# ifetch_queue

### src/rtl/ifetch_queue.sv
// Prefetching instruction-fetch FIFO between RAM port 1 and the decoder; entries carry their fetch address.
// Optional head bypass of returning RAM data when the queue is empty: define IFQ_BYPASS_EN.
module ifetch_queue #(
  parameter int                 ADDR_W   = 11,
  parameter int                 DATA_W   = 32,
  parameter int                 DEPTH    = 4,
  parameter logic [ADDR_W-1:0]  RESET_PC = '0
) (
  input  logic                         clk,
  input  logic                         rst_n,
  output logic                         ram_rd_en1,
  output logic [ADDR_W-1:0]            ram_addr1,
  input  logic [DATA_W-1:0]            ram_data1,
  input  logic                         redirect,
  input  logic [ADDR_W-1:0]            redirect_pc,
  input  logic                         deq,
  output logic [DATA_W-1:0]            instr,
  output logic [ADDR_W-1:0]            instr_pc,
  output logic                         instr_valid,
  output logic [$clog2(DEPTH+1)-1:0]   count
);

  localparam int PW = $clog2(DEPTH);
  localparam int CW = $clog2(DEPTH+1);

  typedef struct packed {
    logic [ADDR_W-1:0] pc;
    logic [DATA_W-1:0] data;
  } entry_t;

  entry_t             mem_q [DEPTH];
  logic [PW-1:0]      wr_ptr, rd_ptr;
  logic [ADDR_W-1:0]  fetch_pc, inflight_pc;
  logic               inflight;
  logic               head_valid, byp, deq_eff, deq_fifo, wr_en;
  logic [CW:0]        occ;

  assign head_valid = (count != '0);

`ifdef IFQ_BYPASS_EN
  assign byp = (count == '0) && inflight && !redirect;
`else
  assign byp = 1'b0;
`endif

  assign instr_valid = head_valid || byp;
  assign deq_eff     = deq && instr_valid && !redirect;
  // A bypassed word that is consumed on arrival never touches the FIFO.
  assign deq_fifo    = deq_eff && head_valid;
  assign wr_en       = inflight && !redirect && !(byp && deq_eff);

  // Occupancy after this cycle counts the read already in flight, so the FIFO can never overflow.
  assign occ        = {1'b0, count} + {{CW{1'b0}}, inflight} - {{CW{1'b0}}, deq_eff};
  assign ram_rd_en1 = rst_n && !redirect && (occ < (CW+1)'(DEPTH));
  assign ram_addr1  = fetch_pc;

  always_comb begin
    instr    = '0;
    instr_pc = '0;
    if (byp) begin
      instr    = ram_data1;
      instr_pc = inflight_pc;
    end else if (head_valid) begin
      instr    = mem_q[rd_ptr].data;
      instr_pc = mem_q[rd_ptr].pc;
    end
  end

  always_ff @(posedge clk or negedge rst_n) begin
    if (!rst_n) begin
      fetch_pc    <= RESET_PC;
      inflight_pc <= RESET_PC;
      inflight    <= 1'b0;
      wr_ptr      <= '0;
      rd_ptr      <= '0;
      count       <= '0;
    end else if (redirect) begin
      fetch_pc <= redirect_pc;
      inflight <= 1'b0;
      wr_ptr   <= '0;
      rd_ptr   <= '0;
      count    <= '0;
    end else begin
      inflight <= ram_rd_en1;
      if (ram_rd_en1) begin
        fetch_pc    <= fetch_pc + 1'b1;
        inflight_pc <= fetch_pc;
      end
      if (wr_en)    wr_ptr <= wr_ptr + 1'b1;
      if (deq_fifo) rd_ptr <= rd_ptr + 1'b1;
      count <= count + CW'(wr_en) - CW'(deq_fifo);
    end
  end

  always_ff @(posedge clk) begin
    if (wr_en) mem_q[wr_ptr] <= '{pc: inflight_pc, data: ram_data1};
  end

endmodule

### config.mk
export PLATFORM = sky130hd
export DESIGN_NAME = ifetch_queue
export DESIGN_NICKNAME = d
export VERILOG_FILES = /design/src/rtl/ifetch_queue.sv
export SDC_FILE = /design/constraint.sdc
export NUM_CORES = 1
export LEC_CHECK = 0
export CORE_ASPECT_RATIO = 1.75
export CORE_MARGIN = 3
export CORE_UTILIZATION = 35
export DETAILED_ROUTE_END_ITERATION = 10
export HOLD_SLACK_MARGIN = 0.02
export PLACE_DENSITY_LB_ADDON = 0.2
export SETUP_SLACK_MARGIN = 0.5
export SLEW_MARGIN = 20
export SYNTH_ARGS = -nofsm -noshare
export SYNTH_HDL_FRONTEND = slang
export SYNTH_SLANG_ARGS = --single-unit
### constraint.sdc
create_clock -name clk -period 5 [get_ports clk]
set_input_delay 1.25 -clock clk [delete_from_list [all_inputs] [get_ports clk]]
set_output_delay 1.25 -clock clk [all_outputs]
set_load 0.01 [all_outputs]
ifetch_queue/layers.png
The bar under the picture is 20 um long. Two of the layers only.
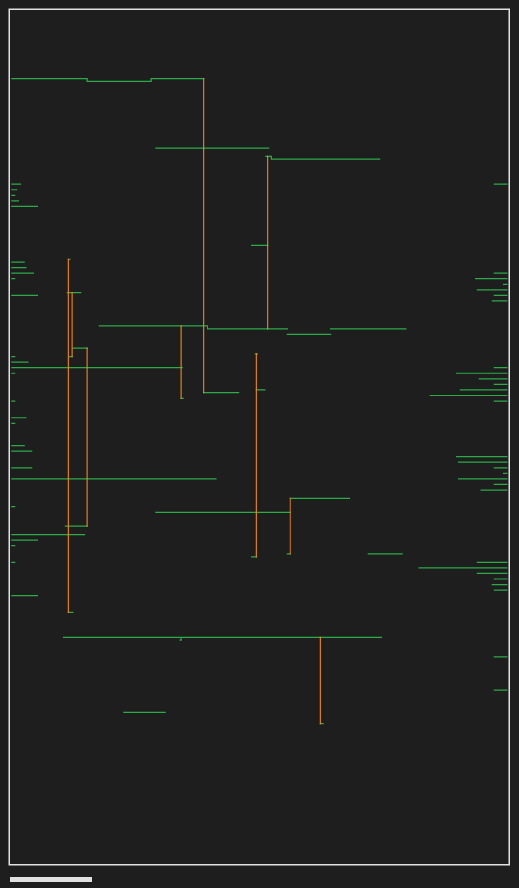
legend:
  orange:
    layer: M4
    wire_length: 367 um
  green:
    layer: M3
    wire_length: 720 um
drt wl/cell: 19.1 um
Via Count: 4221

ifetch_queue/m1.png
The bar under the picture is 20 um long.
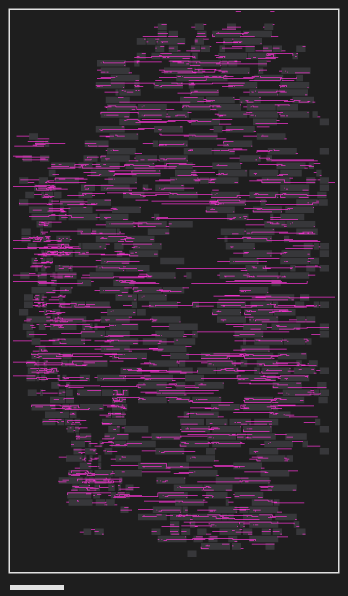
main direction: horizontal
nets with wire on the layer: 551
longest straight run: 43.0 um
final WL: 16.6 mm
met1 usage: 14.7%

-- stage by stage --
step / TNS (ps) / hold WS (ps) / utilization [%] / instance area, um2 / total power, mW
after CTS: 0 / 534 / 45.2 / 10400 / 5.44
after detailed placement: -149 / 519 / 42.6 / 9760 / 3.99
final: 0 / 523 / 45.2 / 10400 / 5.33
after global routing: 0 / 550 / 45.2 / 10400 / 5.62
after global placement: -167 / 493 / 42.6 / 9760 / 3.97
after floorplan: 0 / 472 / - / 8230 / 3.19
-- worst max path at each step --
| stage | startpoint | to | slack (ps) | depth (start not counted) |
|---|---|---|---|---|
| 2_1_floorplan | redirect | ram_rd_en1 | 590 | 11 |
| 3_3_place_gp | deq | ram_rd_en1 | -170 | 11 |
| 3_5_place_dp | deq | ram_rd_en1 | -150 | 11 |
| 4_1_cts | deq | ram_rd_en1 | 590 | 11 |
| 5_1_grt | deq | ram_rd_en1 | 510 | 11 |
| 6_report | deq | ram_rd_en1 | 620 | 11 |
-- power by group --
part           leakage (nW)  total (mW)  internal (mW)  switching [mW]
combinational          1.29        1.66          0.959           0.703
sequential             1.91        2.24           2.04           0.204
clock                 0.292        1.43          0.855           0.571
==> Changelog: implementation <==
## Flow update

- Met2 wire length: around 9.4 mm
- Crit path top cell by count: ha_1
- Final hold vios: 0
- Diode count: 0
- Area of the core: ~23000 um2
- Combinational share of cell area: 21.0%
- Final period util: about 88%
- Slowest stage delay, CP: ~280 ps
- Syn_area_per_cell: between 15 and 20 um2
- Yosys aoi share: 2.86%
- Met3 usage: approximately 2.4%
- # DRC: 0
- Row cnt: ~73
- Share of post-route cells with drive strength above 1: around a fifth
- Hold Crit Class: reg -> reg
- Num CTS Buffers: 19
- Hold Path Origin: inflight_pc[8]$_DFFE_PN0P_
- Initial Utilization: between 30% and 40%
- Synth Area in XOR/XNOR: 0.958%
- CTS tree: yes
- Most Crowded Layer GR: met2
- Worst-Skew Late Latency: approximately 470 ps
- DRT antenna net count: 0
- Logic area: approximately 2200 um2
- Leakage: approximately 3.5 nW
- Post-Route M1 WL: between 6 and 7 mm
- Chip area: between 20000 and 30000 um2
- Fin cells: roughly 870
- Asr flop ratio synth: between 10% and 20%
- Comb_multi_in: approximately 200
- Synth Area in Simple Gates: 6.80%
- Synth top area cells: edfxtp_1 63%, mux4_2 12%, dfrtp_1 9.1%
- Ys flop type: edfxtp_1
- Final RePlAce weighted congestion: slightly above 0.8
- Commonest Layout Cell: edfxtp_1
- Reg-to-reg slack, setup: 1980 ps
- R2r endpoint: inflight_pc[0]$_DFFE_PN0P_
- Signal buffers: 124
- CP max FO: 3
- Area grow syn2layout: 25.9%
- PD cells: between 500 and 600 nW/um2
- Seq/Total Area, Yosys: just over 70%
- Slew margin rel.: roughly 49%
- Seq area share: between 50% and 60%
- Tap cells: 300
- Max reg flops: about 170
- Unique cell types: around 45
- Launching point of the worst reg2reg path: count[1]$_DFF_PN0_
- Flip-flops: 202
- YS chip area: approximately 8200 um2
- Die height: roughly 210 um
- Delay-heaviest family, CP: simple AND/OR/NAND/NOR gates
- Worst EP arrival: around 3100 ps
- Multiplexer share: between 10% and 20%
- Final net count: a little over 600
- CTS root buffer: clkbuf_16
- Min Clock Period, post-route: between 4000 and 5000 ps
- Antenna violations before repair: 0
- Largest net degree at the start of global routing: approximately 46
- Worst Reg-to-Reg Cells: 12
- Buffer share of cell area: 11.8%
- CP startpoint kind: input pin
- Status: finished clean
- Clk_buf instances: 25
- # IOs: around 110
- Synthesized flop and latch total: 202
- Setup ws final: about 600 ps

# dense_layer_engine

dense_layer_engine/congestion_map.png
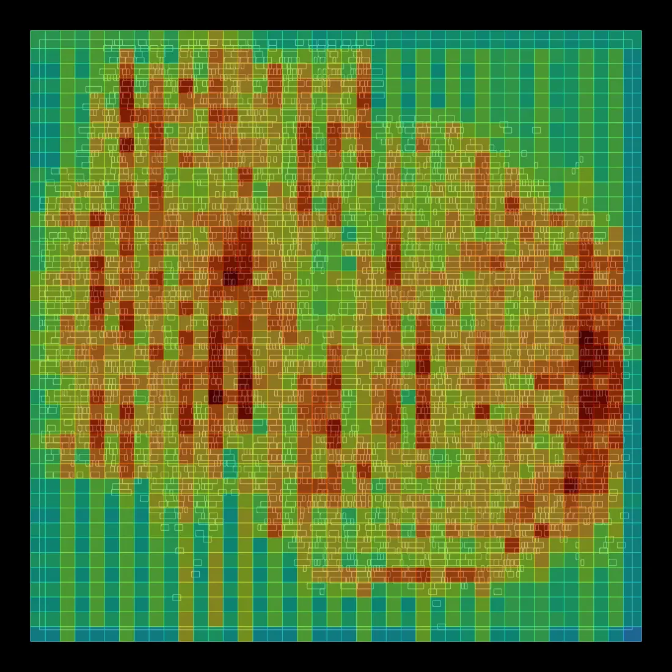
===== src/rtl/dense_layer_engine.sv =====
// rtl/dense_layer_engine.sv - fully connected layer sequencer with signed fixed-point MAC datapath
module dense_layer_engine #(
  parameter int DATA_W = 16,
  parameter int ADDR_W = 33,
  parameter int FRAC   = 8,
  parameter int ACC_W  = 40
) (
  input  logic              clk,
  input  logic              rst,
  input  logic              start,
  input  logic [ADDR_W-1:0] base_addr,
  input  logic [15:0]       d_in,
  input  logic [15:0]       d_out,
  input  logic              relu,
  output logic              busy,
  output logic              done,
  output logic [ADDR_W-1:0] w_index,
  input  logic [DATA_W-1:0] w_data,
  output logic [15:0]       x_index,
  input  logic [DATA_W-1:0] x_data,
  output logic              y_write,
  output logic [15:0]       y_index,
  output logic [DATA_W-1:0] y_data
);

  typedef enum logic [2:0] {IDLE, BIAS, MAC, DRAIN, WRITE, DONE} state_t;

  localparam logic signed [ACC_W-1:0] MAX_V = {{(ACC_W-DATA_W+1){1'b0}}, {(DATA_W-1){1'b1}}};
  localparam logic signed [ACC_W-1:0] MIN_V = ~MAX_V;

  state_t                    state;
  logic [15:0]               d_in_q, d_out_q, row, col;
  logic                      relu_q;
  logic [ADDR_W-1:0]         b_ptr, w_ptr;
  logic signed [ACC_W-1:0]   acc;

  logic signed [2*DATA_W-1:0] prod;
  logic signed [ACC_W-1:0]    prod_ext, bias_ext, acc_sum, shifted;
  logic [DATA_W-1:0]          y_next;

  assign prod     = $signed(w_data) * $signed(x_data);
  assign prod_ext = {{(ACC_W-2*DATA_W){prod[2*DATA_W-1]}}, prod};
  assign bias_ext = {{(ACC_W-DATA_W-FRAC){w_data[DATA_W-1]}}, w_data, {FRAC{1'b0}}};
  assign acc_sum  = acc + prod_ext;

  // Output word is computed from the final sum so it can be registered on the DRAIN edge.
  always_comb begin
    shifted = acc_sum >>> FRAC;
    y_next  = shifted[DATA_W-1:0];
    if (shifted > MAX_V)
      y_next = {1'b0, {(DATA_W-1){1'b1}}};
    else if (shifted < MIN_V)
      y_next = {1'b1, {(DATA_W-1){1'b0}}};
    if (relu_q && y_next[DATA_W-1])
      y_next = '0;
  end

  always_ff @(posedge clk) begin
    if (rst) begin
      state   <= IDLE;
      busy    <= 1'b0;
      done    <= 1'b0;
      y_write <= 1'b0;
      w_index <= '0;
      x_index <= '0;
      y_index <= '0;
      y_data  <= '0;
      acc     <= '0;
      row     <= '0;
      col     <= '0;
      b_ptr   <= '0;
      w_ptr   <= '0;
      d_in_q  <= '0;
      d_out_q <= '0;
      relu_q  <= 1'b0;
    end else begin
      done    <= 1'b0;
      y_write <= 1'b0;
      case (state)
        IDLE: begin
          if (start) begin
            if (d_in != '0 && d_out != '0) begin
              state   <= BIAS;
              busy    <= 1'b1;
              d_in_q  <= d_in;
              d_out_q <= d_out;
              relu_q  <= relu;
              row     <= '0;
              w_index <= base_addr;
              b_ptr   <= base_addr + ADDR_W'(1);
              w_ptr   <= base_addr + ADDR_W'(d_out);
            end else begin
              state <= DONE;
              done  <= 1'b1;
            end
          end
        end
        BIAS: begin
          state   <= MAC;
          col     <= '0;
          w_index <= w_ptr;
          w_ptr   <= w_ptr + ADDR_W'(1);
          x_index <= '0;
        end
        MAC: begin
          // Column 0 sees the bias word on w_data; later columns see the previous weight.
          acc <= (col == '0) ? bias_ext : acc_sum;
          if (col == d_in_q - 16'd1) begin
            state <= DRAIN;
          end else begin
            col     <= col + 16'd1;
            w_index <= w_ptr;
            w_ptr   <= w_ptr + ADDR_W'(1);
            x_index <= col + 16'd1;
          end
        end
        DRAIN: begin
          acc     <= acc_sum;
          y_data  <= y_next;
          y_index <= row;
          y_write <= 1'b1;
          state   <= WRITE;
        end
        WRITE: begin
          if (row == d_out_q - 16'd1) begin
            state <= DONE;
            done  <= 1'b1;
            busy  <= 1'b0;
          end else begin
            row     <= row + 16'd1;
            w_index <= b_ptr;
            b_ptr   <= b_ptr + ADDR_W'(1);
            state   <= BIAS;
          end
        end
        DONE:    state <= IDLE;
        default: state <= IDLE;
      endcase
    end
  end

endmodule


===== config.mk =====
export PLATFORM = sky130hd
export DESIGN_NAME = dense_layer_engine
export DESIGN_NICKNAME = d
export VERILOG_FILES = /design/src/rtl/dense_layer_engine.sv
export SDC_FILE = /design/constraint.sdc
export NUM_CORES = 2
export LEC_CHECK = 0
export CAP_MARGIN = 20
export CORE_MARGIN = 4
export CORE_UTILIZATION = 35
export CTS_CLUSTER_SIZE = 24
export DETAILED_ROUTE_END_ITERATION = 7
export GPL_TIMING_DRIVEN = 0
export PLACE_DENSITY = 0.58
export RECOVER_POWER = 25
export SLEW_MARGIN = 20
export SYNTH_ARGS = -nofsm -noshare
export SYNTH_HDL_FRONTEND = slang
export SYNTH_SLANG_ARGS = --single-unit

===== constraint.sdc =====
create_clock -name clk -period 10.5 [get_ports clk]
set_input_delay 2.1 -clock clk [delete_from_list [all_inputs] [get_ports clk]]
set_output_delay 2.1 -clock clk [all_outputs]
set_load 0.02 [all_outputs]

==> Changelog: implementation <==
## Flow update

- Row cnt: ~100
- Max reg flops: 40
- Non-clk invs: about 430
- Synth Warn #: 0
- EDFF count, synth: 0
- Commonest cells in the synthesized netlist: 430 x inv_1, 409 x nand2_1, 331 x fa_1
- Final Max Tran Viols: 11
- Maxcap violations: 1
- Syn Nets: between 3000 and 4000
- Routed vias/inst: 5.21
- Crit path top cell by count: fa_1
- Status: finished, violations left
- # Post-CTS Setup Buffers: 0
- CP Data Required Time: about 11000 ps
- Setup ws final: 255 ps
- Min Clock Period, post-route: approximately 10000 ps
- Area leader, netlist: fa_1
- Flip-flops: ~240
- CP max FO: 10
- Slew margin rel.: -6.50%
- Crit path to: y_data[14]$_SDFFE_PP0P_
- Synth Area in Simple Gates: between 20% and 30%
- YS chip area: 26700 um2
- Setup TNS: 0 ps
- Clock transition at path regs: 60 ps
- Worst Reg-to-Reg Cells: 22
- CTS tree: yes
- Worst path slowest cell: clkdlybuf4s50_1
- Crit. path cell count: 26
- DRT antenna net count: 0
- Max-area cell share: between 20 and 25%
- Hold Path Origin: y_index[7]$_SDFFE_PP0P_
- Worst-Skew Late Latency: 590 ps
- Setup Viol. Count Final: 0
- Worst EP arrival: 10690 ps
- Die width: approximately 280 um
- Final hold vios: 0
- R2r endpoint: y_data[9]$_SDFFE_PP0P_
- Final period util: roughly 98%
- Final RePlAce weighted congestion: 0.933
- Share of post-route cells with drive strength above 1: 4.13%
- Unique cell types: 95
- Failing checks: capacitance limit, slew limit
- Number of global-route vias before repair: between 20000 and 25000
- Clk_buf instances: ~44
## Picture notes: dense_layer_engine/congestion_map.png
drt wl/cell: 20.4 um
met3 usage: 3.56%
Total GRT Usage: 22.3%
met1 usage: 30.2%

==> layer usage <==
metal / track usage (%) / up-vias / share of wire, % / wire [um]
met1: 30.2 / 11300 / 44 / 40000
li1: - / 11100 / - / -
met4: 6.13 / 0 / 3.1 / 2780
met5: 0 / - / 0 / 0
met3: 3.56 / 143 / 6.4 / 5860
met2: 37.1 / 728 / 47 / 42500
==> cells in the final DEF (no fill, tap or decap), types with 71 or more instances in the layout <==
cell	n
ha_1	138
o21ai_0	109
inv_1	429
nand2_1	409
clkdlybuf4s50_1	109
nor3_1	74
and2_1	151
dlygate4sd3_1	71
nor2_1	270
fa_1	328
dfxtp_1	242
xnor2_1	85
clkbuf_1	131
a21oi_1	195
==> per-stage QoR <==
step | cell area, um2 | hold slack (ps) | utilization [%] | cells
final | 30900 | 452 | 40.7 | 4467
after global routing | 30900 | 469 | 40.7 | 4467
after CTS | 30800 | 453 | 40.7 | 4462
after detailed placement | 29800 | 444 | 39.3 | 4407
after global placement | 29800 | 440 | 39.3 | 4404
after floorplan | 26700 | 431 | - | 3245

# usb_txn_ctrl_flat

usb_txn_ctrl_flat/closeup.png
The bar under the picture is 5 um long. Region (27, 27) to (47, 47) um. Cells in grey, sequential cells in the stronger grey; small squares are vias.
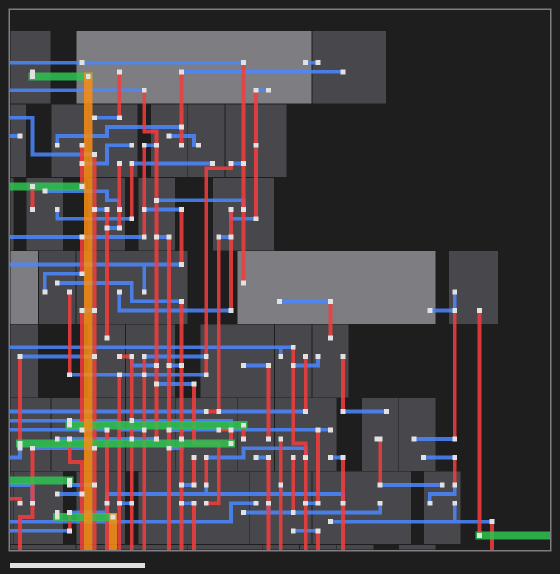
usb_txn_ctrl_flat/route_heat.png
10 x 10 tiles, from white (low) to dark blue (high), scaled to the fullest tile. Values are wire area over tile area, all layers added.
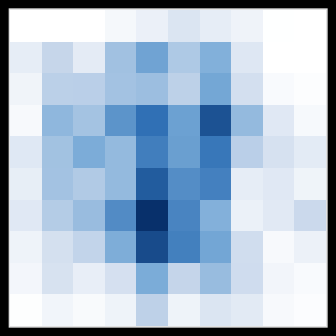
usb_txn_ctrl_flat/congestion_map.png
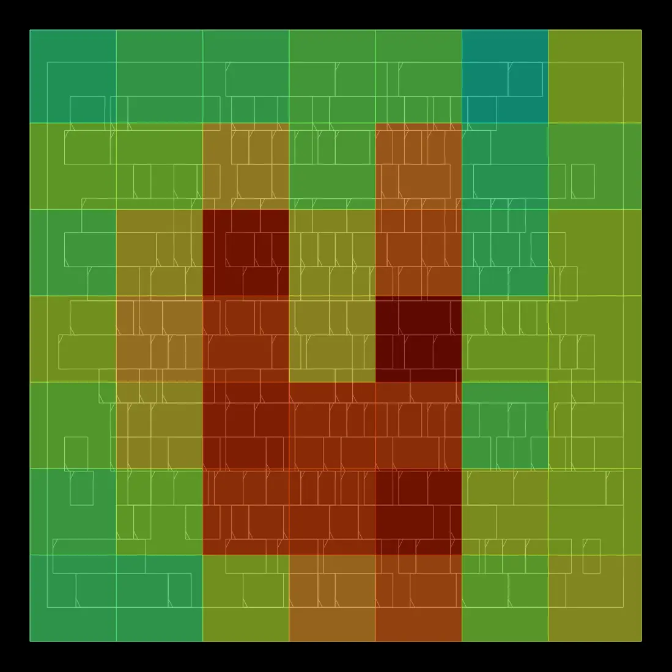
==> config.mk <==
export PLATFORM = sky130hd
export DESIGN_NAME = usb_txn_ctrl_flat
export DESIGN_NICKNAME = d
export VERILOG_FILES = /design/src/rtl/usb_pkg.sv /design/src/rtl/usb_txn_ctrl_if.sv /design/src/rtl/usb_txn_ctrl_timer.sv /design/src/rtl/usb_txn_ctrl.sv /design/src/flat_wrapper.sv
export SDC_FILE = /design/constraint.sdc
export NUM_CORES = 1
export LEC_CHECK = 0
export ABC_AREA = 1
export CAP_MARGIN = 0
export CORE_UTILIZATION = 42
export DETAILED_ROUTE_END_ITERATION = 8
export GPL_ROUTABILITY_DRIVEN = 0
export PLACE_DENSITY = 0.74
export REMOVE_ABC_BUFFERS = 1
export SLEW_MARGIN = 15
export SYNTH_ARGS = -nofsm -noshare
export SYNTH_HDL_FRONTEND = slang
export SYNTH_HIERARCHICAL = 1
export SYNTH_SLANG_ARGS = --single-unit
==> constraint.sdc <==
create_clock -name clk -period 1.3 [get_ports clk]
set_clock_uncertainty 0.2 [all_clocks]
set_input_delay 0.195 -clock clk [delete_from_list [all_inputs] [get_ports clk]]
set_output_delay 0.195 -clock clk [all_outputs]
set_load 0.02 [all_outputs]
==> src/rtl/usb_pkg.sv <==
// Shared types for the USB transaction controller: packet IDs, transaction
// status codes and controller states, plus a helper that picks the DATA PID
// for the current toggle.
package usb_pkg;

  typedef enum logic [2:0] {
    PID_NONE  = 3'd0,
    PID_OUT   = 3'd1,
    PID_IN    = 3'd2,
    PID_DATA0 = 3'd3,
    PID_DATA1 = 3'd4,
    PID_ACK   = 3'd5,
    PID_NAK   = 3'd6,
    PID_STALL = 3'd7
  } pid_e;

  typedef enum logic [1:0] {
    TXN_OK      = 2'd0,
    TXN_NAKED   = 2'd1,
    TXN_ERROR   = 2'd2,
    TXN_TIMEOUT = 2'd3
  } txn_status_e;

  typedef enum logic [2:0] {
    S_IDLE          = 3'd0,
    S_OUT_WAIT_DATA = 3'd1,
    S_SEND_HS       = 3'd2,
    S_IN_SEND_DATA  = 3'd3,
    S_IN_WAIT_ACK   = 3'd4,
    S_TX_BUSY       = 3'd5,
    S_FINISH        = 3'd6
  } state_e;

  // DATA0 for toggle 0, DATA1 for toggle 1
  function automatic pid_e data_pid(input logic toggle);
    return toggle ? PID_DATA1 : PID_DATA0;
  endfunction

endpackage

==> src/rtl/usb_txn_ctrl_if.sv <==
// Receiver / transmitter / buffer-side signals of the transaction controller.
// The controller uses the slave view; the surrounding logic uses master.
interface usb_txn_ctrl_if;

  logic [2:0] rx_packet;
  logic       rx_done;
  logic       rx_error;
  logic [6:0] buffer_occupancy;
  logic       host_tx_ready;
  logic [2:0] tx_packet;
  logic       tx_start;
  logic       tx_transfer_active;
  logic       flush;
  logic       txn_done;
  logic [1:0] txn_status;
  logic       data_toggle;

  modport slave (
    input  rx_packet, rx_done, rx_error, buffer_occupancy, host_tx_ready,
           tx_transfer_active,
    output tx_packet, tx_start, flush, txn_done, txn_status, data_toggle
  );

  modport master (
    output rx_packet, rx_done, rx_error, buffer_occupancy, host_tx_ready,
           tx_transfer_active,
    input  tx_packet, tx_start, flush, txn_done, txn_status, data_toggle
  );

endinterface

==> src/rtl/usb_txn_ctrl_timer.sv <==
// Idle-wait timer for the transaction controller. Only built when
// USB_TXN_TIMEOUT_EN is defined. Counts cycles while 'run' is high, clears
// whenever 'run' is low (so it restarts on every entry to a wait state).
`ifdef USB_TXN_TIMEOUT_EN
module usb_txn_timer #(
  parameter logic [15:0] TIMEOUT_CYCLES = 16'd800
) (
  input  logic clk,
  input  logic n_rst,
  input  logic run,
  output logic expired
);

  logic [15:0] count_r;

  // wait-cycle counter, saturating so it can never wrap back to zero
  always_ff @(posedge clk) begin
    if (!n_rst) begin
      count_r <= 16'd0;
    end else if (!run) begin
      count_r <= 16'd0;
    end else if (count_r != 16'hFFFF) begin
      count_r <= count_r + 16'd1;
    end else begin
      count_r <= count_r;
    end
  end

  assign expired = run && (count_r == TIMEOUT_CYCLES);

endmodule
`endif

==> src/rtl/usb_txn_ctrl.sv <==
// USB device transaction controller: sequences OUT and IN transactions,
// issues handshakes / data PIDs to the transmitter, tracks the data toggle
// and reports a status per completed transaction.
// Optional feature: define USB_TXN_TIMEOUT_EN to abort wait states after
// TIMEOUT_CYCLES idle cycles (status TIMEOUT).
module usb_txn_ctrl
  import usb_pkg::*;
#(
  parameter logic [15:0] TIMEOUT_CYCLES = 16'd800,
  parameter int          MAX_PKT        = 64
) (
  input  logic               clk,
  input  logic               n_rst,
  usb_txn_ctrl_if.slave      bus
);

  localparam logic [6:0] MAX_OCC = 7'(MAX_PKT);

  state_e      state_r;
  pid_e        tx_packet_r;
  logic        tx_start_r;
  logic        flush_r;
  logic        txn_done_r;
  logic        data_toggle_r;
  logic        in_data_r;      // current transmission is IN data, not a handshake
  txn_status_e status_r;
  txn_status_e pend_r;         // status to report once the handshake has gone out

  logic rx_good_s;
  logic occ_over_s;
  logic waiting_s;
  logic timeout_hit_s;

  assign rx_good_s  = bus.rx_done && !bus.rx_error;
  assign occ_over_s = bus.buffer_occupancy > MAX_OCC;
  assign waiting_s  = (state_r == S_OUT_WAIT_DATA) || (state_r == S_IN_WAIT_ACK);

`ifdef USB_TXN_TIMEOUT_EN
  usb_txn_timer #(.TIMEOUT_CYCLES(TIMEOUT_CYCLES)) u_timer (
    .clk     (clk),
    .n_rst   (n_rst),
    .run     (waiting_s),
    .expired (timeout_hit_s)
  );
`else
  logic unused_timeout_cfg;
  assign unused_timeout_cfg = ^{TIMEOUT_CYCLES, waiting_s};
  assign timeout_hit_s      = 1'b0;
`endif

  // transaction state machine; all outputs are registered here
  always_ff @(posedge clk) begin
    if (!n_rst) begin
      state_r       <= S_IDLE;
      tx_packet_r   <= PID_NONE;
      tx_start_r    <= 1'b0;
      flush_r       <= 1'b0;
      txn_done_r    <= 1'b0;
      data_toggle_r <= 1'b0;
      in_data_r     <= 1'b0;
      status_r      <= TXN_OK;
      pend_r        <= TXN_OK;
    end else begin
      tx_start_r <= 1'b0;
      flush_r    <= 1'b0;
      txn_done_r <= 1'b0;
      case (state_r)
        S_IDLE: begin
          if (rx_good_s && (bus.rx_packet == PID_OUT)) begin
            state_r <= S_OUT_WAIT_DATA;
          end else if (rx_good_s && (bus.rx_packet == PID_IN)) begin
            tx_start_r <= 1'b1;
            if (bus.host_tx_ready) begin
              state_r     <= S_IN_SEND_DATA;
              tx_packet_r <= data_pid(data_toggle_r);
              in_data_r   <= 1'b1;
            end else begin
              state_r     <= S_SEND_HS;
              tx_packet_r <= PID_NAK;
              in_data_r   <= 1'b0;
              pend_r      <= TXN_NAKED;
            end
          end
        end
        S_OUT_WAIT_DATA: begin
          if (bus.rx_done) begin
            if (bus.rx_error || occ_over_s) begin
              flush_r    <= 1'b1;
              txn_done_r <= 1'b1;
              status_r   <= TXN_ERROR;
              state_r    <= S_FINISH;
            end else if ((bus.rx_packet == PID_DATA0) || (bus.rx_packet == PID_DATA1)) begin
              state_r     <= S_SEND_HS;
              tx_packet_r <= PID_ACK;
              tx_start_r  <= 1'b1;
              in_data_r   <= 1'b0;
              pend_r      <= TXN_OK;
              // matching toggle: new data; mismatch: duplicate, drop it
              if ((bus.rx_packet == PID_DATA1) == data_toggle_r) begin
                data_toggle_r <= ~data_toggle_r;
              end else begin
                flush_r <= 1'b1;
              end
            end else begin
              txn_done_r <= 1'b1;
              status_r   <= TXN_ERROR;
              state_r    <= S_FINISH;
            end
          end else if (timeout_hit_s) begin
            flush_r    <= 1'b1;
            txn_done_r <= 1'b1;
            status_r   <= TXN_TIMEOUT;
            state_r    <= S_FINISH;
          end
        end
        S_SEND_HS, S_IN_SEND_DATA: begin
          state_r <= S_TX_BUSY;
        end
        S_TX_BUSY: begin
          if (!bus.tx_transfer_active) begin
            tx_packet_r <= PID_NONE;
            if (in_data_r) begin
              state_r <= S_IN_WAIT_ACK;
            end else begin
              txn_done_r <= 1'b1;
              status_r   <= pend_r;
              state_r    <= S_FINISH;
            end
          end
        end
        S_IN_WAIT_ACK: begin
          if (bus.rx_done) begin
            txn_done_r <= 1'b1;
            state_r    <= S_FINISH;
            if (rx_good_s && (bus.rx_packet == PID_ACK)) begin
              data_toggle_r <= ~data_toggle_r;
              status_r      <= TXN_OK;
            end else begin
              status_r <= TXN_ERROR;
            end
          end else if (timeout_hit_s) begin
            txn_done_r <= 1'b1;
            status_r   <= TXN_TIMEOUT;
            state_r    <= S_FINISH;
          end
        end
        S_FINISH: begin
          state_r <= S_IDLE;
        end
        default: begin
          state_r     <= S_IDLE;
          tx_packet_r <= PID_NONE;
        end
      endcase
    end
  end

  assign bus.tx_packet   = tx_packet_r;
  assign bus.tx_start    = tx_start_r;
  assign bus.flush       = flush_r;
  assign bus.txn_done    = txn_done_r;
  assign bus.txn_status  = status_r;
  assign bus.data_toggle = data_toggle_r;

endmodule

==> src/flat_wrapper.sv <==
// flat-port wrapper written by rule: the top's interface ports become plain ports
module usb_txn_ctrl_flat import usb_pkg::*;
#(
  parameter logic [15:0] TIMEOUT_CYCLES = 16'd800,
  parameter int          MAX_PKT        = 64
)
  (clk, n_rst, bus_rx_packet, bus_rx_done, bus_rx_error, bus_buffer_occupancy, bus_host_tx_ready, bus_tx_transfer_active, bus_tx_packet, bus_tx_start, bus_flush, bus_txn_done, bus_txn_status, bus_data_toggle);
  usb_txn_ctrl_if bus_i ();
  input  logic clk;
  input  logic n_rst;
  input wire logic [$bits(bus_i.rx_packet)-1:0] bus_rx_packet;
  input wire logic [$bits(bus_i.rx_done)-1:0] bus_rx_done;
  input wire logic [$bits(bus_i.rx_error)-1:0] bus_rx_error;
  input wire logic [$bits(bus_i.buffer_occupancy)-1:0] bus_buffer_occupancy;
  input wire logic [$bits(bus_i.host_tx_ready)-1:0] bus_host_tx_ready;
  input wire logic [$bits(bus_i.tx_transfer_active)-1:0] bus_tx_transfer_active;
  output wire logic [$bits(bus_i.tx_packet)-1:0] bus_tx_packet;
  output wire logic [$bits(bus_i.tx_start)-1:0] bus_tx_start;
  output wire logic [$bits(bus_i.flush)-1:0] bus_flush;
  output wire logic [$bits(bus_i.txn_done)-1:0] bus_txn_done;
  output wire logic [$bits(bus_i.txn_status)-1:0] bus_txn_status;
  output wire logic [$bits(bus_i.data_toggle)-1:0] bus_data_toggle;
  assign bus_i.rx_packet = bus_rx_packet;
  assign bus_i.rx_done = bus_rx_done;
  assign bus_i.rx_error = bus_rx_error;
  assign bus_i.buffer_occupancy = bus_buffer_occupancy;
  assign bus_i.host_tx_ready = bus_host_tx_ready;
  assign bus_i.tx_transfer_active = bus_tx_transfer_active;
  assign bus_tx_packet = bus_i.tx_packet;
  assign bus_tx_start = bus_i.tx_start;
  assign bus_flush = bus_i.flush;
  assign bus_txn_done = bus_i.txn_done;
  assign bus_txn_status = bus_i.txn_status;
  assign bus_data_toggle = bus_i.data_toggle;
  usb_txn_ctrl #(.TIMEOUT_CYCLES(TIMEOUT_CYCLES), .MAX_PKT(MAX_PKT)) u_core (.clk(clk), .n_rst(n_rst), .bus(bus_i));
endmodule
==> Changelog: implementation <==
## Flow update

- Clock transition at path regs: ~100 ps
- YS chip area: 921 um2
- Yosys aoi share: between 10 and 15%
- Max Root-Sink Buffers: 2
- CP startpoint: u_core/state_r[2]$_SDFFE_PN0P_
- Critical path endpoint category: register
- Fin area: roughly 1500 um2
- # clock sinks: 14
- Ys flop type: dfxtp_1
- GR Overflow Total: 0
- Setup Viol. Count Final: 13
- Setup ws final: -186 ps
- Status: finished, violations left
- Worst path slowest cell: dfxtp_4
- Total GRT Usage: roughly 25%
- Post-Place Cell Area: roughly 1300 um2
- Final net count: 216
- Hold_buf cts: 0
- Failing checks: setup timing
- # IOs: 25
- Setup TNS: -1780 ps
## Picture notes: usb_txn_ctrl_flat/closeup.png
legend:
  green:
    layer: M3
  red:
    layer: M2
  orange:
    layer: M4
  blue:
    layer: M1
most frequent: nand2_1 (7), buf_4 (4)
netlist names of flops here include: `u_core/bus.tx_packet` (1), `u_core/state_r` (1)
cells with their middle in the window: 34
sequential cells in the window: 2

## Picture notes: usb_txn_ctrl_flat/route_heat.png
nearly empty tiles: 10%
fullest tile: 0.72
tiles over half the peak: 18%
mean over tiles: 0.20

## Picture notes: usb_txn_ctrl_flat/congestion_map.png
met3 usage: 4.36%
drt wl/cell: 12.4 um

==> area by class of cell <==
cell class	count	area [um2]	area share, %
clock buffers	4	36.3	2.47
inverters	23	88.8	6.05
multi-input cells	110	627	42.7
flip-flops and latches	14	292	19.8
well taps	27	33.8	2.30
repair buffers	48	392	26.7
==> layout by cell type (no fill, tap or decap) <==
cell type and count:
a211oi_1 1, buf_2 6, nand2_1 31, nand2_2 12, o21ai_2 1, a21oi_2 2
clkbuf_4 3, nor2_2 4, nor3_4 1, nand4_1 7, a21oi_1 8, dlygate4sd2_1 4
nor3_1 1, a21oi_4 1, o21ai_0 3, buf_6 1, dfxtp_4 3, a31oi_2 1
nand3_1 9, inv_2 6, inv_4 1, dfxtp_1 11, o21ai_1 2, clkbuf_2 1
dlymetal6s2s_1 2, nor2_4 5, nand3_2 6, buf_4 23, nor2_1 15, clkdlybuf4s15_2 2
clkdlybuf4s50_1 9, inv_1 16, clkbuf_8 1
==> Yosys cell counts, types with 2 or more instances <==
cell / instances
nand2_1: 39
nand3_2: 2
a21oi_1: 10
nor2_2: 5
nand4_1: 7
inv_1: 21
nor2_1: 17
nor2_4: 2
dfxtp_1: 14
o21ai_0: 5
inv_2: 2
nand2_2: 4
nand3_1: 13

# alu_serial

alu_serial/congestion_map.png
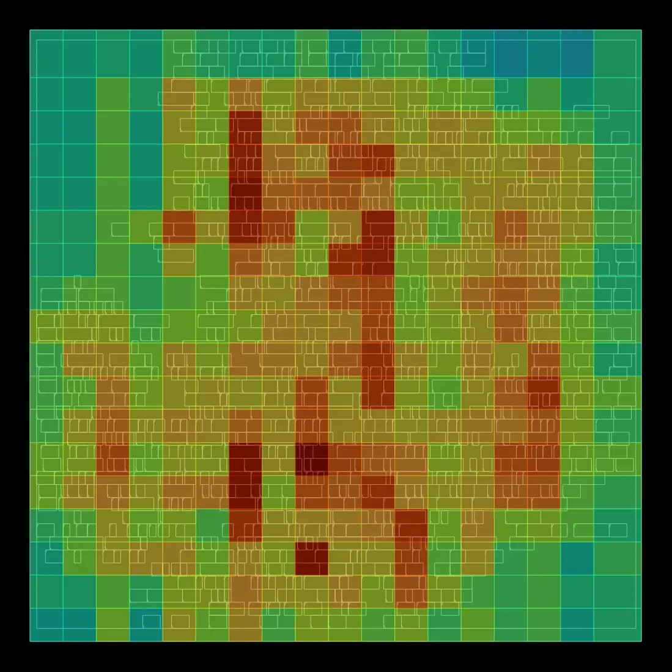
alu_serial/m1.png
The bar under the picture is 50 um long.
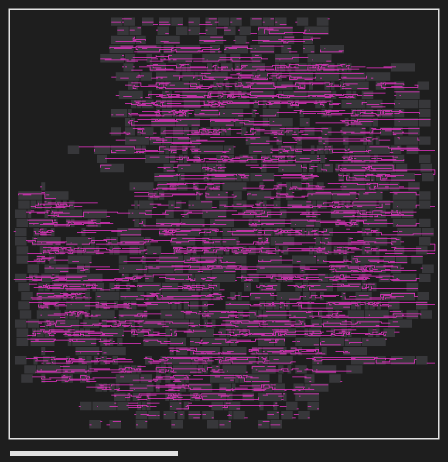
alu_serial/route_heat.png
25 x 25 tiles, from white (low) to dark blue (high), scaled to the fullest tile. Values are wire area over tile area, all layers added.
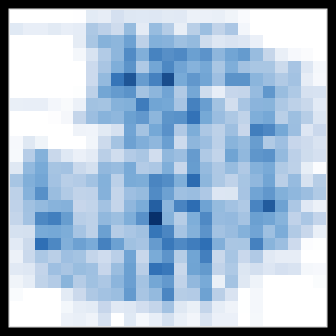
[config.mk]
export PLATFORM = sky130hd
export DESIGN_NAME = alu_serial
export DESIGN_NICKNAME = d
export VERILOG_FILES = /design/src/rtl/alu_pkg.sv /design/src/rtl/alu_digit.sv /design/src/rtl/alu_serial.sv
export SDC_FILE = /design/constraint.sdc
export NUM_CORES = 1
export LEC_CHECK = 0
export CAP_MARGIN = 40
export CORE_UTILIZATION = 45
export CTS_BUF_LIST = sky130_fd_sc_hd__clkbuf_8
export CTS_CLUSTER_SIZE = 28
export DETAILED_ROUTE_END_ITERATION = 10
export PLACE_DENSITY = 0.76
export SLEW_MARGIN = 20
export SYNTH_ARGS = -nofsm -noshare
export SYNTH_HDL_FRONTEND = slang
export SYNTH_SLANG_ARGS = --single-unit
[constraint.sdc]
create_clock -name clk -period 3.1 [get_ports clk]
set_clock_uncertainty 0.15 [all_clocks]
set_input_delay 0.62 -clock clk [delete_from_list [all_inputs] [get_ports clk]]
set_output_delay 0.62 -clock clk [all_outputs]
set_load 0.03 [all_outputs]
[src/rtl/alu_pkg.sv]
// alu_pkg: shared types for the digit-serial ALU.
// Holds the opsel encoding, the controller state encoding and the decode
// function that maps an opsel to its b-conditioning and carry-in source.
package alu_pkg;

  typedef enum logic [2:0] {
    ALU_ADD   = 3'b000,
    ALU_SUB   = 3'b001,
    ALU_INC   = 3'b010,
    ALU_CMP   = 3'b011,
    ALU_ADC   = 3'b100,
    ALU_PASSA = 3'b101,
    ALU_SBB   = 3'b110,
    ALU_RSVD  = 3'b111
  } opsel_e;

  typedef enum logic [1:0] {
    S_IDLE = 2'd0,
    S_BUSY = 2'd1,
    S_DONE = 2'd2
  } state_e;

  // How operand B is presented to the adder slices
  typedef enum logic [1:0] {
    BSEL_PASS = 2'd0,
    BSEL_INV  = 2'd1,
    BSEL_ZERO = 2'd2
  } bsel_e;

  // Where the initial digit carry comes from
  typedef enum logic [1:0] {
    CIN_ZERO = 2'd0,
    CIN_ONE  = 2'd1,
    CIN_CREG = 2'd2
  } cinsel_e;

  typedef struct packed {
    bsel_e   bsel;
    cinsel_e cinsel;
    logic    rsvd;
    logic    cmp;
    logic    passa;
  } op_ctrl_t;

  // Without the carry chain, ADC and SBB have no carry source and are
  // folded into the reserved group.
  function automatic op_ctrl_t decode_op(input opsel_e op, input logic carry_chain_en);
    op_ctrl_t c;
    c.bsel   = BSEL_PASS;
    c.cinsel = CIN_ZERO;
    c.rsvd   = 1'b0;
    c.cmp    = 1'b0;
    c.passa  = 1'b0;
    case (op)
      ALU_ADD: begin
        c.bsel   = BSEL_PASS;
        c.cinsel = CIN_ZERO;
      end
      ALU_SUB: begin
        c.bsel   = BSEL_INV;
        c.cinsel = CIN_ONE;
      end
      ALU_INC: begin
        c.bsel   = BSEL_ZERO;
        c.cinsel = CIN_ONE;
      end
      ALU_CMP: begin
        c.bsel   = BSEL_INV;
        c.cinsel = CIN_ONE;
        c.cmp    = 1'b1;
      end
      ALU_ADC: begin
        if (carry_chain_en) begin
          c.bsel   = BSEL_PASS;
          c.cinsel = CIN_CREG;
        end else begin
          c.rsvd = 1'b1;
        end
      end
      ALU_PASSA: begin
        c.bsel   = BSEL_ZERO;
        c.cinsel = CIN_ZERO;
        c.passa  = 1'b1;
      end
      ALU_SBB: begin
        if (carry_chain_en) begin
          c.bsel   = BSEL_INV;
          c.cinsel = CIN_CREG;
        end else begin
          c.rsvd = 1'b1;
        end
      end
      default: begin
        c.rsvd = 1'b1;
      end
    endcase
    return c;
  endfunction

endpackage

[src/rtl/alu_digit.sv]
// alu_digit: combinational DIGIT-bit slice of the serial ALU.
// Conditions operand B, ripples DIGIT full adders and exposes the sum digit,
// the carry out of the top bit and the carry into the top bit (for overflow).
module alu_digit
  import alu_pkg::*;
#(
  parameter int DIGIT = 4
) (
  input  logic [DIGIT-1:0] a_dig,
  input  logic [DIGIT-1:0] b_dig,
  input  logic [1:0]       bsel,
  input  logic             cin,
  output logic [DIGIT-1:0] sum,
  output logic             cout,
  output logic             c_msb
);

  logic [DIGIT-1:0] b_cond;
  logic [DIGIT:0]   rip;

  // Condition B, then ripple the carry through the full-adder chain
  always_comb begin
    b_cond = b_dig;
    sum    = '0;
    rip    = '0;
    case (bsel)
      BSEL_INV:  b_cond = ~b_dig;
      BSEL_ZERO: b_cond = '0;
      default:   b_cond = b_dig;
    endcase
    rip[0] = cin;
    for (int i = 0; i < DIGIT; i++) begin
      sum[i]   = a_dig[i] ^ b_cond[i] ^ rip[i];
      rip[i+1] = (a_dig[i] & b_cond[i]) | (rip[i] & (a_dig[i] ^ b_cond[i]));
    end
  end

  assign cout  = rip[DIGIT];
  assign c_msb = rip[DIGIT-1];

endmodule

[src/rtl/alu_serial.sv]
// alu_serial: digit-serial ALU, WIDTH-bit operands processed DIGIT bits per
// clock starting at the LSB, with valid/ready on both sides, registered flags
// and a persistent carry for multi-word arithmetic.
// Optional feature macro: ALU_SERIAL_CARRY_CHAIN_EN enables the persistent
// carry register and the ADC/SBB operations; without it they act as reserved.
module alu_serial
  import alu_pkg::*;
#(
  parameter int WIDTH = 32,
  parameter int DIGIT = 4
) (
  input  logic             clk,
  input  logic             rst,
  input  logic             in_valid,
  output logic             in_ready,
  input  logic [WIDTH-1:0] a,
  input  logic [WIDTH-1:0] b,
  input  logic [2:0]       opsel,
  output logic             out_valid,
  input  logic             out_ready,
  output logic [WIDTH-1:0] result,
  output logic             flag_c,
  output logic             flag_z,
  output logic             flag_n,
  output logic             flag_v,
  output logic             err
);

  localparam int K     = WIDTH / DIGIT;
  localparam int CNT_W = (K > 1) ? $clog2(K) : 1;

`ifdef ALU_SERIAL_CARRY_CHAIN_EN
  localparam logic CARRY_CHAIN = 1'b1;
`else
  localparam logic CARRY_CHAIN = 1'b0;
`endif

  state_e             state_q, state_d;
  logic [CNT_W-1:0]   cnt_q, cnt_d;
  logic [WIDTH-1:0]   a_q, a_d;
  logic [WIDTH-1:0]   a_sh_q, a_sh_d;
  logic [WIDTH-1:0]   b_sh_q, b_sh_d;
  bsel_e              bsel_q, bsel_d;
  logic               rsvd_q, rsvd_d;
  logic               cmp_q, cmp_d;
  logic               passa_q, passa_d;
  logic               carry_q, carry_d;
  logic               zacc_q, zacc_d;
  logic [WIDTH-1:0]   shreg_q, shreg_d;
  logic [WIDTH-1:0]   result_q, result_d;
  logic               flag_c_q, flag_c_d;
  logic               flag_z_q, flag_z_d;
  logic               flag_n_q, flag_n_d;
  logic               flag_v_q, flag_v_d;
  logic               err_q, err_d;
  logic               c_reg_val;

`ifdef ALU_SERIAL_CARRY_CHAIN_EN
  logic               c_reg_q, c_reg_d;
  assign c_reg_val = c_reg_q;
`else
  assign c_reg_val = 1'b0;
`endif

  op_ctrl_t           accept_ctrl;
  logic [DIGIT-1:0]   dig_sum;
  logic               dig_cout;
  logic               dig_cmsb;
  logic               digit_zero;
  logic [WIDTH-1:0]   shreg_next;

  assign accept_ctrl = decode_op(opsel_e'(opsel), CARRY_CHAIN);

  alu_digit #(
    .DIGIT (DIGIT)
  ) u_digit (
    .a_dig (a_sh_q[DIGIT-1:0]),
    .b_dig (b_sh_q[DIGIT-1:0]),
    .bsel  (bsel_q),
    .cin   (carry_q),
    .sum   (dig_sum),
    .cout  (dig_cout),
    .c_msb (dig_cmsb)
  );

  assign digit_zero = (dig_sum == '0);
  assign shreg_next = (shreg_q >> DIGIT) | (WIDTH'(dig_sum) << (WIDTH - DIGIT));

  // Sequencer: accept in IDLE, one digit per cycle in BUSY, hold in DONE
  always_comb begin
    state_d  = state_q;
    cnt_d    = cnt_q;
    a_d      = a_q;
    a_sh_d   = a_sh_q;
    b_sh_d   = b_sh_q;
    bsel_d   = bsel_q;
    rsvd_d   = rsvd_q;
    cmp_d    = cmp_q;
    passa_d  = passa_q;
    carry_d  = carry_q;
    zacc_d   = zacc_q;
    shreg_d  = shreg_q;
    result_d = result_q;
    flag_c_d = flag_c_q;
    flag_z_d = flag_z_q;
    flag_n_d = flag_n_q;
    flag_v_d = flag_v_q;
    err_d    = err_q;
`ifdef ALU_SERIAL_CARRY_CHAIN_EN
    c_reg_d  = c_reg_q;
`endif
    case (state_q)
      S_IDLE: begin
        if (in_valid) begin
          a_d     = a;
          a_sh_d  = a;
          b_sh_d  = b;
          bsel_d  = accept_ctrl.bsel;
          rsvd_d  = accept_ctrl.rsvd;
          cmp_d   = accept_ctrl.cmp;
          passa_d = accept_ctrl.passa;
          cnt_d   = '0;
          zacc_d  = 1'b1;
          err_d   = accept_ctrl.rsvd;
          case (accept_ctrl.cinsel)
            CIN_ONE:  carry_d = 1'b1;
            CIN_CREG: carry_d = c_reg_val;
            default:  carry_d = 1'b0;
          endcase
          state_d = S_BUSY;
        end
      end
      S_BUSY: begin
        shreg_d = shreg_next;
        carry_d = dig_cout;
        zacc_d  = zacc_q & digit_zero;
        a_sh_d  = a_sh_q >> DIGIT;
        b_sh_d  = b_sh_q >> DIGIT;
        cnt_d   = cnt_q + CNT_W'(1);
        if (cnt_q == CNT_W'(K - 1)) begin
          state_d = S_DONE;
          if (rsvd_q) begin
            result_d = '0;
          end else begin
            result_d = cmp_q ? a_q : shreg_next;
            flag_c_d = passa_q ? 1'b0 : dig_cout;
            flag_z_d = zacc_q & digit_zero;
            flag_n_d = dig_sum[DIGIT-1];
            flag_v_d = passa_q ? 1'b0 : (dig_cmsb ^ dig_cout);
`ifdef ALU_SERIAL_CARRY_CHAIN_EN
            c_reg_d  = passa_q ? 1'b0 : dig_cout;
`endif
          end
        end
      end
      S_DONE: begin
        if (out_ready) begin
          state_d = S_IDLE;
        end
      end
      default: begin
        state_d = S_IDLE;
      end
    endcase
  end

  // Register update; reset aborts any operation in flight
  always_ff @(posedge clk) begin
    if (rst) begin
      state_q  <= S_IDLE;
      cnt_q    <= '0;
      a_q      <= '0;
      a_sh_q   <= '0;
      b_sh_q   <= '0;
      bsel_q   <= BSEL_PASS;
      rsvd_q   <= 1'b0;
      cmp_q    <= 1'b0;
      passa_q  <= 1'b0;
      carry_q  <= 1'b0;
      zacc_q   <= 1'b0;
      shreg_q  <= '0;
      result_q <= '0;
      flag_c_q <= 1'b0;
      flag_z_q <= 1'b0;
      flag_n_q <= 1'b0;
      flag_v_q <= 1'b0;
      err_q    <= 1'b0;
`ifdef ALU_SERIAL_CARRY_CHAIN_EN
      c_reg_q  <= 1'b0;
`endif
    end else begin
      state_q  <= state_d;
      cnt_q    <= cnt_d;
      a_q      <= a_d;
      a_sh_q   <= a_sh_d;
      b_sh_q   <= b_sh_d;
      bsel_q   <= bsel_d;
      rsvd_q   <= rsvd_d;
      cmp_q    <= cmp_d;
      passa_q  <= passa_d;
      carry_q  <= carry_d;
      zacc_q   <= zacc_d;
      shreg_q  <= shreg_d;
      result_q <= result_d;
      flag_c_q <= flag_c_d;
      flag_z_q <= flag_z_d;
      flag_n_q <= flag_n_d;
      flag_v_q <= flag_v_d;
      err_q    <= err_d;
`ifdef ALU_SERIAL_CARRY_CHAIN_EN
      c_reg_q  <= c_reg_d;
`endif
    end
  end

  assign in_ready  = (state_q == S_IDLE);
  assign out_valid = (state_q == S_DONE);
  assign result    = result_q;
  assign flag_c    = flag_c_q;
  assign flag_z    = flag_z_q;
  assign flag_n    = flag_n_q;
  assign flag_v    = flag_v_q;
  assign err       = err_q;

endmodule
==> Changelog: implementation <==
## Flow update

- Pre-Repair DR Iteration Count: 7
- Comb power frac: 13.4%
- Crit path to: zacc_q$_SDFFE_PP0P_
- Drt first-iter violations: between 400 and 500
- Chip area: roughly 16000 um2
- Max-area cell share: just under 50%
- Post-Syn Area: about 7100 um2
- Ys flop type: dfxtp_1
- CP startpoint kind: register
- Tool Warnings: 26
- Worst VDD drop: roughly 0.00033 V
- Post-place setup slack: between 6 and 7 ps
- Area of the core: about 15000 um2
- Final hold vios: 0
- Hold_buf cts: 0
- Number of global-route vias before repair: between 5000 and 6000
- Slowest stage delay, CP: approximately 620 ps
- Share of post-route cells with drive strength above 1: 9.83%
- Adders+Majority by Area: around 1.7%
- Synth Area in Simple Gates: approximately 27%
- Sw frac: 25.7%
- # DRC: 0
- CP Data Required Time: ~3300 ps
- Crit path kind: reg -> reg
- Status: finished clean
- Worst Reg-to-Reg Cells: 11
- Post-Place Cell Area: between 8000 and 9000 um2
- Commonest cells in the synthesized netlist: 172 x dfxtp_1, 135 x nand2_1, 106 x a21oi_1
- Final RePlAce weighted congestion: 0.769
- Top Layout Cells: 170 x dfxtp_1, 135 x nand2_1, 108 x clkdlybuf4s50_1
- Clock group share of total power: between 30 and 40%
- Clock transition at path regs: about 90 ps
- Asr flop ratio synth: 0%
- Final period util: a little over nine tenths
- Area leader, netlist: dfxtp_1
- Setup TNS: 0 ps
- Post-detail-place hpwl: approximately 11 mm
- # clock sinks: 172
- Hold endpoint: a_sh_q[31]$_SDFFE_PP0P_
- Most common cell in the netlist: dfxtp_1
- Worst-path cell chain: inv_1, ha_1, nand2b_4, o21ai_2, fa_2, fa_1, inv_1, fa_2, fa_2, nand4_1, a211oi_1
- Commonest Layout Cell: dfxtp_1
- Syn Nets: about 920
- Diode count: 0
- Final Power: between 4 and 5 mW
- Fillers: between 1000 and 1500
- R2r endpoint: zacc_q$_SDFFE_PP0P_
- Hold Crit Class: reg -> reg
- Final Max Tran Viols: 0
- Worst path bufs/invs: 2
- Die height: 127 um
- Row cnt: between 40 and 50
- Sequential cell area: between 3000 and 4000 um2
- # Post-CTS Setup Buffers: 0
- Leakage: around 3.1 nW
- Seq/Total Area, Yosys: ~49%
- Hold Path Origin: a_sh_q[31]$_SDFFE_PP0P_
- Synth Warn #: 0
- Hold path depth: 2
- Setup Viol. Count Final: 0
- Initial Utilization: approximately 46%
- Maxcap violations: 0
- Max Root-Sink Buffers: 2
- Synth Area in XOR/XNOR: less than 1%
- Syn_area_per_cell: around 8.4 um2
- Worst path slowest cell: fa_2
- Routed vias/inst: approximately 5.3
- Die width: 127 um
## Picture notes: alu_serial/congestion_map.png
Most Crowded Layer GR: met2
Total GRT Usage: 21.8%
drt wl/cell: 14.9 um
met3 usage: 5.36%
GRT met2 Usage: 35.4%

## Picture notes: alu_serial/m1.png
nets with wire on the layer: 904
longest straight run: 28.5 um
main direction: horizontal

## Picture notes: alu_serial/route_heat.png
mean over tiles: 0.17
fullest tile: 0.56
emptiest ninth of the die: top left
nearly empty tiles: 17%
Via Count: 5986
final WL: 16.9 mm

-- power groups by stage --
stage | Combinational, mW | Clock [mW] | Sequential (mW)
floorplan | 0.418 | 0 | 2.43
global placement | 0.605 | 0 | 2.45
detailed placement | 0.619 | 0 | 2.45
CTS | 0.623 | 1.70 | 2.40
global route | 0.696 | 1.80 | 2.42
finish | 0.630 | 1.68 | 2.40
-- registers in the layout, summed over array words and instances (netlist names), 2 cells and up --
name and flops:
a_q 32, cnt_q 3, result 32, b_sh_q 32, bsel_q 2, a_sh_q 32, state_q 2, shreg_q 28
-- layout make-up --
class / count / share of cell area, %
Sequential cell: 172 / 39.3
Clock buffer: 21 / 3.30
Tap cell: 211 / 3.01
Timing Repair Buffer: 127 / 14.7
Clock inverter: 11 / 1.60
Multi-Input combinational cell: 590 / 37.9
Inverter: 5 / 0.214
-- metal layers --
metal	track usage (%)	part of all wire, %
met5	0	0
met4	8.19	1.9
met3	5.36	4.7
met2	35.4	48
met1	28.1	45
-- logic make-up after synthesis --
family,after synthesis
AND/OR/NAND/NOR,395
flip-flops,172
AND-OR/OR-AND,156
buffers and inverters,79
multiplexers,31
adder cells (fa/ha/maj),7
XOR/XNOR,1


==> notes/layouts.md <==
Pictures saved along the way, in no particular order.

A small window of the routed layout.
shot_01.png
The bar under the picture is 5 um long. Region (81, 147) to (101, 167) um. Cells in grey, sequential cells in the stronger grey; small squares are vias.
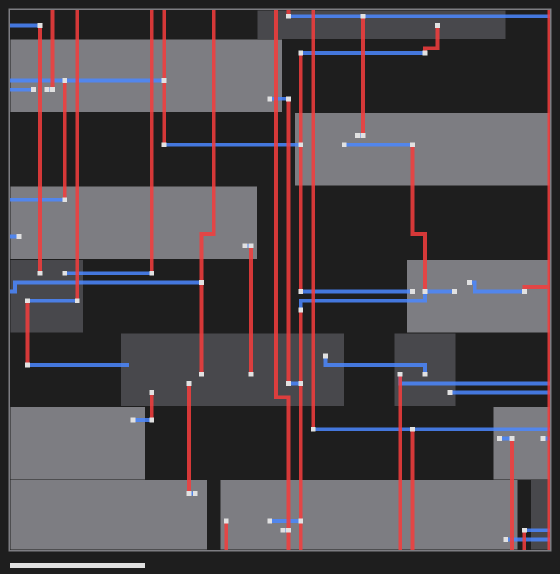
shot_02.png
The bar under the picture is 5 um long. Region (203, 203) to (223, 223) um. Cells in grey, sequential cells in the stronger grey; small squares are vias.
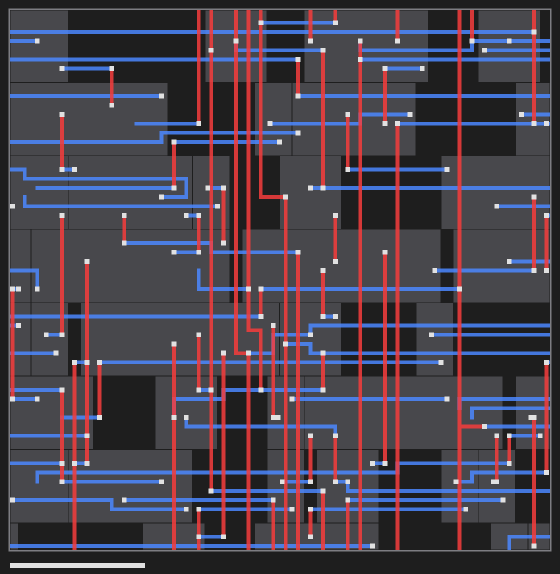
shot_03.png
The bar under the picture is 5 um long. Region (85, 85) to (105, 105) um. Cells in grey, sequential cells in the stronger grey; small squares are vias.
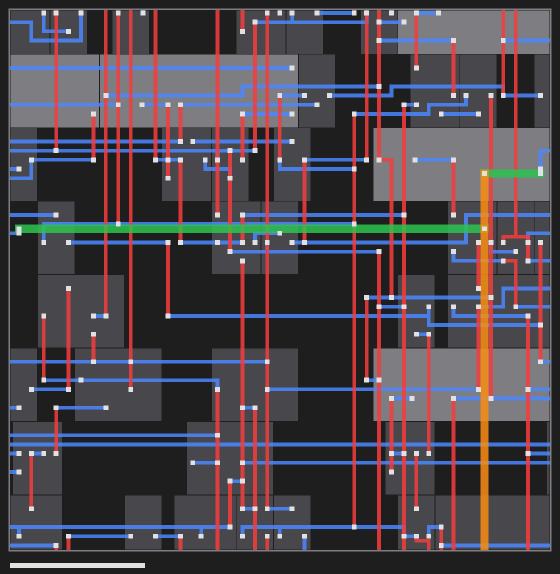
| picture | from |
|---|---|
| shot_01.png | ifetch_queue |
| shot_03.png | alu_serial |
| shot_02.png | dense_layer_engine |
The one with the largest die is shot_02.png.
The one with the smallest die is shot_03.png.

No activity file was given, so power comes from the tool's default toggle rates.
